# ---- bus_frame_scheduler ----
`config.mk`:
```
export PLATFORM = sky130hd
export DESIGN_NAME = bus_frame_scheduler
export DESIGN_NICKNAME = d
export VERILOG_FILES = /design/src/rtl/bus_frame_scheduler_pkg.sv /design/src/rtl/bus_frame_scheduler_rr_arbiter.sv /design/src/rtl/bus_frame_scheduler.sv
export SDC_FILE = /design/constraint.sdc
export NUM_CORES = 1
export LEC_CHECK = 0
export CAP_MARGIN = 25
export CORE_AREA = 8 8 453 455
export DETAILED_ROUTE_END_ITERATION = 8
export DIE_AREA = 0 0 461 463
export PLACE_DENSITY = 0.33
export RECOVER_POWER = 25
export REMOVE_ABC_BUFFERS = 1
export SLEW_MARGIN = 30
export SYNTH_ARGS = -nofsm -noshare
export SYNTH_HDL_FRONTEND = slang
export SYNTH_HIERARCHICAL = 1
export SYNTH_SLANG_ARGS = --single-unit
```
`constraint.sdc`:
```
create_clock -name clock -period 13.5 [get_ports clock]
set_clock_uncertainty 0.2 [all_clocks]
set_input_delay 2.7 -clock clock [delete_from_list [all_inputs] [get_ports clock]]
set_output_delay 2.7 -clock clock [all_outputs]
set_load 0.05 [all_outputs]
```
`src/rtl/bus_frame_scheduler_pkg.sv`:
```
// Shared definitions for the serial bus frame scheduler: default widths,
// the start-bit value, the FSM state type and a frame-length helper.
package bus_frame_scheduler_pkg;

    localparam int unsigned N_DEF   = 16;
    localparam int unsigned DW_DEF  = 64;
    localparam int unsigned AW_DEF  = 4;
    localparam int unsigned CW_DEF  = 4;
    localparam int unsigned GAP_DEF = 2;

    localparam logic START_BIT = 1'b1;

    typedef enum logic [1:0] {
        ST_IDLE = 2'd0,
        ST_SEND = 2'd1,
        ST_GAP  = 2'd2
    } state_t;

    // start bit + src addr + dst addr + data + crc
    function automatic int unsigned frame_len(input int unsigned aw,
                                              input int unsigned dw,
                                              input int unsigned cw);
        return 1 + aw + aw + dw + cw;
    endfunction

    localparam int unsigned FRAME_LEN = frame_len(AW_DEF, DW_DEF, CW_DEF);

endpackage

```
`src/rtl/bus_frame_scheduler_rr_arbiter.sv`:
```
// Combinational round-robin arbiter: first set request at or after ptr,
// wrapping modulo N. The pointer register lives in the parent.
module rr_arbiter #(
    parameter int unsigned N  = 16,
    parameter int unsigned IW = $clog2(N)
) (
    input  logic [N-1:0]  req,
    input  logic [IW-1:0] ptr,
    input  logic          enable,
    output logic [N-1:0]  gnt,
    output logic [IW-1:0] win_idx
);

    logic [IW-1:0] idx;
    logic          found;

    always_comb begin
        gnt     = '0;
        win_idx = '0;
        idx     = '0;
        found   = 1'b0;
        if (enable) begin
            for (int unsigned i = 0; i < N; i++) begin
                idx = ptr + IW'(i);
                if (!found && req[idx]) begin
                    found      = 1'b1;
                    win_idx    = idx;
                    gnt[idx]   = 1'b1;
                end
            end
        end
    end

endmodule

```
`src/rtl/bus_frame_scheduler.sv`:
```
// Shares one serial bus among N senders: round-robin pick, latch the frame,
// shift it out MSB-first, then hold the bus idle for GAP_CYCLES cycles.
module bus_frame_scheduler
    import bus_frame_scheduler_pkg::*;
#(
    parameter int unsigned N          = N_DEF,
    parameter int unsigned DW         = DW_DEF,
    parameter int unsigned AW         = AW_DEF,
    parameter int unsigned CW         = CW_DEF,
    parameter int unsigned GAP_CYCLES = GAP_DEF
) (
    input  logic            clock,
    input  logic            reset_n,
    input  logic [N-1:0]    req,
    input  logic [N*DW-1:0] data_flat,
    input  logic [N*AW-1:0] dst_flat,
    input  logic [N*CW-1:0] crc_flat,
    output logic [N-1:0]    grant,
    output logic            busy,
    output logic            done,
    output logic            bus_out
);

    localparam int unsigned FL  = frame_len(AW, DW, CW);
    localparam int unsigned BCW = $clog2(FL);
    localparam int unsigned GCW = (GAP_CYCLES > 1) ? $clog2(GAP_CYCLES) : 1;

    state_t         state, state_nxt;
    logic [FL-1:0]  shreg;
    logic [BCW-1:0] bit_cnt;
    logic [GCW-1:0] gap_cnt;
    logic [AW-1:0]  ptr;
    logic [AW-1:0]  win_idx;
    logic [N-1:0]   arb_gnt;
    logic           load;
    logic           last_bit;

    assign last_bit = (bit_cnt == '0);

    rr_arbiter #(
        .N  (N),
        .IW (AW)
    ) u_arb (
        .req     (req),
        .ptr     (ptr),
        .enable  (state == ST_IDLE),
        .gnt     (arb_gnt),
        .win_idx (win_idx)
    );

    always_ff @(posedge clock) begin
        if (!reset_n) state <= ST_IDLE;
        else          state <= state_nxt;
    end

    always_comb begin
        state_nxt = state;
        load      = 1'b0;
        busy      = 1'b0;
        done      = 1'b0;
        bus_out   = 1'b0;
        case (state)
            ST_IDLE: begin
                if (|req) begin
                    load      = 1'b1;
                    state_nxt = ST_SEND;
                end
            end
            ST_SEND: begin
                busy    = 1'b1;
                bus_out = shreg[FL-1];
                done    = last_bit;
                if (last_bit) state_nxt = ST_GAP;
            end
            ST_GAP: begin
                busy = 1'b1;
                if (gap_cnt == '0) state_nxt = ST_IDLE;
            end
            default: state_nxt = ST_IDLE;
        endcase
    end

    // Frame content is frozen at grant time; later input changes are ignored.
    always_ff @(posedge clock) begin
        if (!reset_n) begin
            grant   <= '0;
            ptr     <= '0;
            shreg   <= '0;
            bit_cnt <= '0;
            gap_cnt <= '0;
        end else if (load) begin
            grant   <= arb_gnt;
            ptr     <= win_idx + AW'(1);
            shreg   <= {START_BIT, win_idx,
                        dst_flat[win_idx*AW +: AW],
                        data_flat[win_idx*DW +: DW],
                        crc_flat[win_idx*CW +: CW]};
            bit_cnt <= BCW'(FL - 1);
        end else if (state == ST_SEND) begin
            shreg   <= {shreg[FL-2:0], 1'b0};
            bit_cnt <= bit_cnt - BCW'(1);
            if (last_bit) begin
                grant   <= '0;
                gap_cnt <= GCW'(GAP_CYCLES - 1);
            end
        end else if (state == ST_GAP && gap_cnt != '0) begin
            gap_cnt <= gap_cnt - GCW'(1);
        end
    end

endmodule

```
### Clock wiring as the flow saved it, bus_frame_scheduler

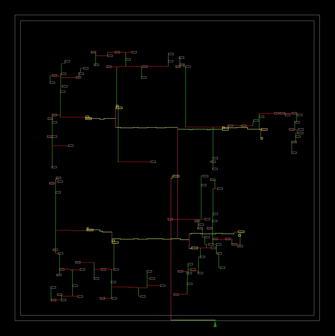
num sequential: 107
clock buffers: 10
CTS sink count: 107

==> results.cfg <==
; implementation run metrics
[outcome]
status = complete, but fails checks
violations = capacitance limit, slew limit

[route]
top_layer = met5
via_per_inst = 4.22

[worst_setup_path]
worst-path-buf-inv = 4
crit_path_frequent_cell = buf_4
cp_top_family = buffers and inverters
cp_data_arrival_time_ns = 10.28
critPathSlowestCell = nor3_1
rrSetupSlack_ns = 4.26
required_ns = 13.61
critPathMaxStageDelay_ns = 1.27
reg2reg_depth = 17

[placed_design]
place_hpwl_um = 175000
portBuffers = 1188
dp.cells = 5513
pre_cts_ws_ns = 3.55
post_dp_cell_area_sq_mm = 0.0329

[sta]
tns_ns = 0
rsz0062_at_grt = false
slew_violations = 84

[yosys]
ys_cells = 1818
adder_share_pct = 1.32
xor_area_share_pct = 1.07
ys_ff = 107
aoi_share_pct = 19.1
ys_warn_count = 6
yosys-stat-area_sq_mm = 0.0179
area_leaders = mux4_2 34%, dfxtp_1 12%, mux2_2 8.2%, mux2i_1 6.4%, nand2_1 3.0%
synthMuxAreaShare_pct = 48.8

[die]
rows = 164

[pwr]
maxPowerGroup = combinational logic
pwr-share-comb_pct = 90.5
clkPwrFrac_pct = 3.6
leakage_uw = 0.0106
finalPower_uw = 9070

[final_layout]
final_common_cell = clkdlybuf4s50_1
largest_register_ffs = 77
seq_share_pct = 6.45
n_antenna_cell = 31
clk_share_pct = 0.862
register_area_sq_mm = 0.00214
logic_gate_count = 1486
fin_nets = 4058
final-nonclk-buf-share_pct = 37.3
inv_count = 20

[flow_run]
maxCapViolCount = 3

[clock_tree]
cts_setup_buffers = 0
cts_tree = yes
clk_path_buf_depth = 2
clock_latency_ns = 0.43

[min_path]
min_path_type = flop to flop

[global_routing]
grtUsageMet3_pct = 6.10
grt_overflow = 0

# ---- sram_arbiter ----
### Clock wiring as the flow saved it, sram_arbiter

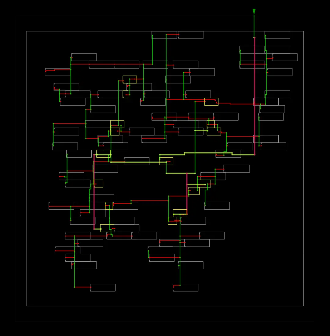
[src/rtl/sram_arbiter.sv]
// Round-robin arbiter sharing one QSPI SRAM controller between the host
// bridge (SPI/UART) and the Levenshtein engine, with a per-request timeout.
module sram_arbiter #(
  parameter int ADDR_WIDTH     = 24,
  parameter int TIMEOUT_CYCLES = 255
) (
  input  logic                  clk,
  input  logic                  rst,
  // host requester
  input  logic                  h_req,
  input  logic                  h_we,
  input  logic [ADDR_WIDTH-1:0] h_addr,
  input  logic [7:0]            h_wdata,
  output logic                  h_ack,
  output logic                  h_err,
  output logic [7:0]            h_rdata,
  // engine requester
  input  logic                  e_req,
  input  logic                  e_we,
  input  logic [ADDR_WIDTH-1:0] e_addr,
  input  logic [7:0]            e_wdata,
  output logic                  e_ack,
  output logic                  e_err,
  output logic [7:0]            e_rdata,
  // SRAM controller side
  output logic                  m_req,
  output logic                  m_we,
  output logic [ADDR_WIDTH-1:0] m_addr,
  output logic [7:0]            m_wdata,
  input  logic                  m_ack,
  input  logic [7:0]            m_rdata,
  output logic [1:0]            grant
);

  typedef enum logic [1:0] {IDLE = 2'd0, ISSUE = 2'd1, DONE = 2'd2} state_e;

  typedef struct packed {
    logic                  we;
    logic [ADDR_WIDTH-1:0] addr;
    logic [7:0]            wdata;
  } cmd_t;

  localparam logic [15:0] TO_LOAD = 16'(TIMEOUT_CYCLES);

  state_e      state_q;
  cmd_t        cmd_q;
  logic        m_req_q;
  logic [1:0]  grant_q;
  logic [15:0] cnt_q;
  logic        owner_e_q;
  logic        last_e_q;
  logic        h_ack_q, e_ack_q;
  logic        h_err_q, e_err_q;
  logic [7:0]  h_rdata_q, e_rdata_q;

  logic        pick_e;
  cmd_t        win_cmd_d;
  logic        finish_d;
  logic [7:0]  rsp_data_d;

  // Engine wins when alone, or on a tie when the host was served last.
  assign pick_e    = e_req & (~h_req | ~last_e_q);
  assign win_cmd_d = pick_e ? {e_we, e_addr, e_wdata} : {h_we, h_addr, h_wdata};

  // An ack on the expiry cycle still counts as success.
  assign finish_d   = m_ack | (cnt_q <= 16'd1);
  assign rsp_data_d = (m_ack & ~cmd_q.we) ? m_rdata : 8'h00;

  always_ff @(posedge clk or posedge rst) begin
    if (rst) begin
      state_q   <= IDLE;
      cmd_q     <= '0;
      m_req_q   <= 1'b0;
      grant_q   <= 2'b00;
      cnt_q     <= 16'd0;
      owner_e_q <= 1'b0;
      last_e_q  <= 1'b1;
      h_ack_q   <= 1'b0;
      e_ack_q   <= 1'b0;
      h_err_q   <= 1'b0;
      e_err_q   <= 1'b0;
      h_rdata_q <= 8'h00;
      e_rdata_q <= 8'h00;
    end else begin
      h_ack_q <= 1'b0;
      e_ack_q <= 1'b0;
      case (state_q)
        IDLE: begin
          if (h_req | e_req) begin
            cmd_q     <= win_cmd_d;
            owner_e_q <= pick_e;
            grant_q   <= pick_e ? 2'b10 : 2'b01;
            m_req_q   <= 1'b1;
            cnt_q     <= TO_LOAD;
            state_q   <= ISSUE;
          end
        end
        ISSUE: begin
          cnt_q <= cnt_q - 16'd1;
          if (finish_d) begin
            m_req_q <= 1'b0;
            grant_q <= 2'b00;
            state_q <= DONE;
            if (owner_e_q) begin
              e_ack_q   <= 1'b1;
              e_rdata_q <= rsp_data_d;
              e_err_q   <= ~m_ack;
            end else begin
              h_ack_q   <= 1'b1;
              h_rdata_q <= rsp_data_d;
              h_err_q   <= ~m_ack;
            end
          end
        end
        DONE: begin
          last_e_q <= owner_e_q;
          state_q  <= IDLE;
        end
        default: state_q <= IDLE;
      endcase
    end
  end

  assign m_req   = m_req_q;
  assign m_we    = cmd_q.we;
  assign m_addr  = cmd_q.addr;
  assign m_wdata = cmd_q.wdata;
  assign grant   = grant_q;
  assign h_ack   = h_ack_q;
  assign h_err   = h_err_q;
  assign h_rdata = h_rdata_q;
  assign e_ack   = e_ack_q;
  assign e_err   = e_err_q;
  assign e_rdata = e_rdata_q;

endmodule

[config.mk]
export PLATFORM = sky130hd
export DESIGN_NAME = sram_arbiter
export DESIGN_NICKNAME = d
export VERILOG_FILES = /design/src/rtl/sram_arbiter.sv
export SDC_FILE = /design/constraint.sdc
export NUM_CORES = 1
export LEC_CHECK = 0
export ABC_AREA = 1
export CORE_AREA = 4 4 106 108
export DETAILED_ROUTE_END_ITERATION = 10
export DIE_AREA = 0 0 110 112
export PLACE_DENSITY = 0.66
export RECOVER_POWER = 100
export SYNTH_ARGS = -nofsm -noshare
export SYNTH_HDL_FRONTEND = slang
export SYNTH_SLANG_ARGS = --single-unit
[constraint.sdc]
create_clock -name clk -period 3.1 [get_ports clk]
set_input_delay 0.62 -clock clk [delete_from_list [all_inputs] [get_ports clk]]
set_output_delay 0.62 -clock clk [all_outputs]
set_load 0.02 [all_outputs]
==> results.cfg <==
; implementation run metrics
[clock_tree]
numCtsBuffers = 9
hold_buffers = 0
cts_resized = 0
cts.sinks = 76

[worst_setup_path]
crit_path_frequent_cell = nand2_1
required_ns = 3.39
crit_chain = clkdlybuf4s50_1 > or2_1 > nand3_1 > clkbuf_2 > nand2_1 > nand2_1 > nand2_1 > nand2_1
reg2reg_depth = 11

[global_routing]
met2_usage_pct = 26.4

[yosys]
top_area_share_pct = 52.6
yosysUniqueCellTypes = 29
aoi_share_pct = 3.23
synth-edff-count = 0
synth.cell_area_sq_mm = 0.00357
syn_inst = 439
area_leaders = dfrtp_1 53%, nand2_1 15%, nand3_1 11%, inv_1 3.3%, nor2_1 3.3%
postSynthSeqShare_pct = 53.3
ys_warn_count = 0
ys_cells = 439

[sta]
holdWs_ns = 0.466
tns_ns = 0
relSlewSlack_pct = 18.1
setup-violations-final = 0
worst_slew_pin_slew_ns = 1.23
slew_violations = 0

[pwr]
clkPwrFrac_pct = 16.6
pg_clk_uw = 702
finalPower_uw = 4240
leakage_uw = 0.00249
vdd_drop_max_mv = 0.379

[final_layout]
register_area_sq_mm = 0.00190
seq_share_pct = 36.9
final_cell_mix = 142 x nand2_1, 84 x nand3_1, 77 x clkdlybuf4s50_1, 75 x dfrtp_1, 57 x dlygate4sd3_1
drive_gt1_share_pct = 5.58
largest_register_ffs = 24
n_antenna_cell = 0
inv_count = 34
sh_comb_area_pct = 27.0
utilization_pct = 50.4
area_growth_pct = 44.7
stdcell_count = 709
clk_share_pct = 3.52
n_clock_buffer = 9

[route]
dr.pass1.iters = 4
via_per_inst = 4.65

[placed_design]
portBuffers = 134
place_congestion = 0.853
dp.cells = 693

[outcome]
status = finished clean

[min_path]
hp-start = state_q[1]

[die]
die_width_um = 110

[flow_run]
maxCapViolCount = 0
Notes on 'Clock wiring as the flow saved it' of sram_arbiter above:
clk_skew: 0.0169 ns
Clock Latency Late Sink: 0.36 ns



==> screenshots <==
Cell classes on the final placement.
Fill, decap, tap and diode cells in gray.
shot_01.png
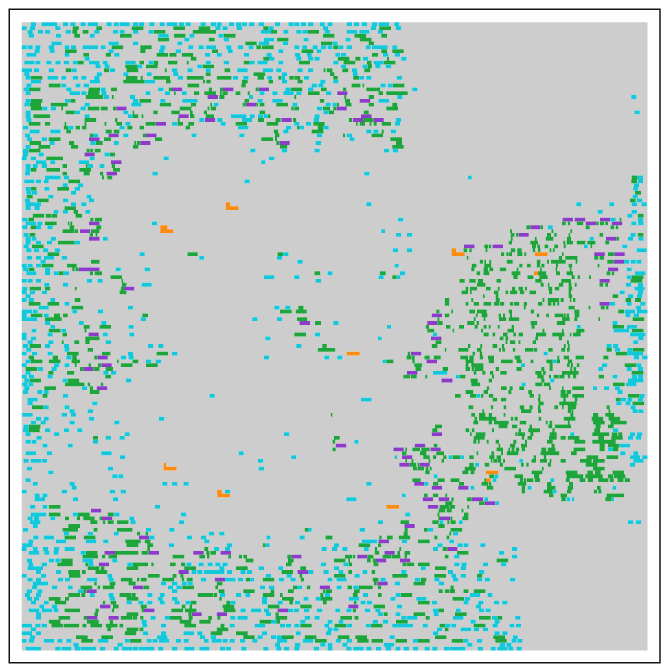
shot_02.png
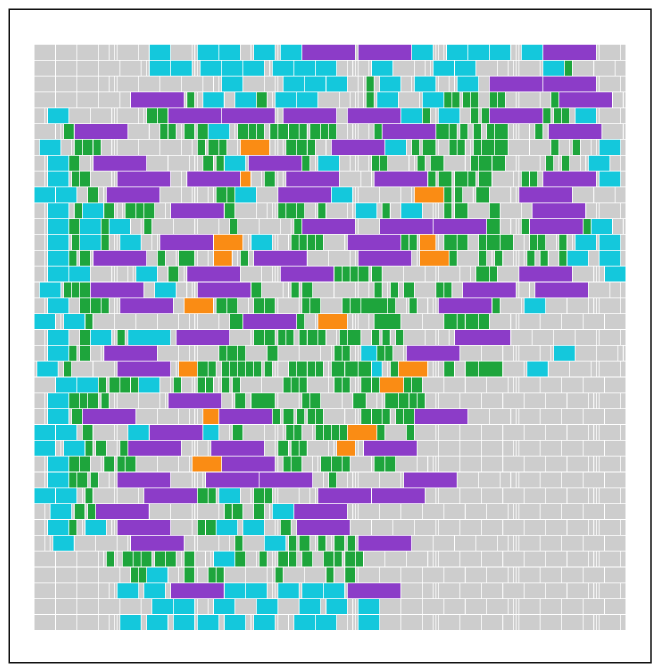
| from | picture |
|---|---|
| sram_arbiter | shot_02.png |
| bus_frame_scheduler | shot_01.png |
The one with the most sequential cells is shot_01.png.

Key to shot_01.png:
[combinational and other logic] green | cells: 1,506
[remaining buffers and delay cells] cyan | cells: 1,245
[sequential cells] purple | cells: 107
[clock drivers and dummy loads] orange | cells: 16

Power is estimated from default activity; no workload was simulated.
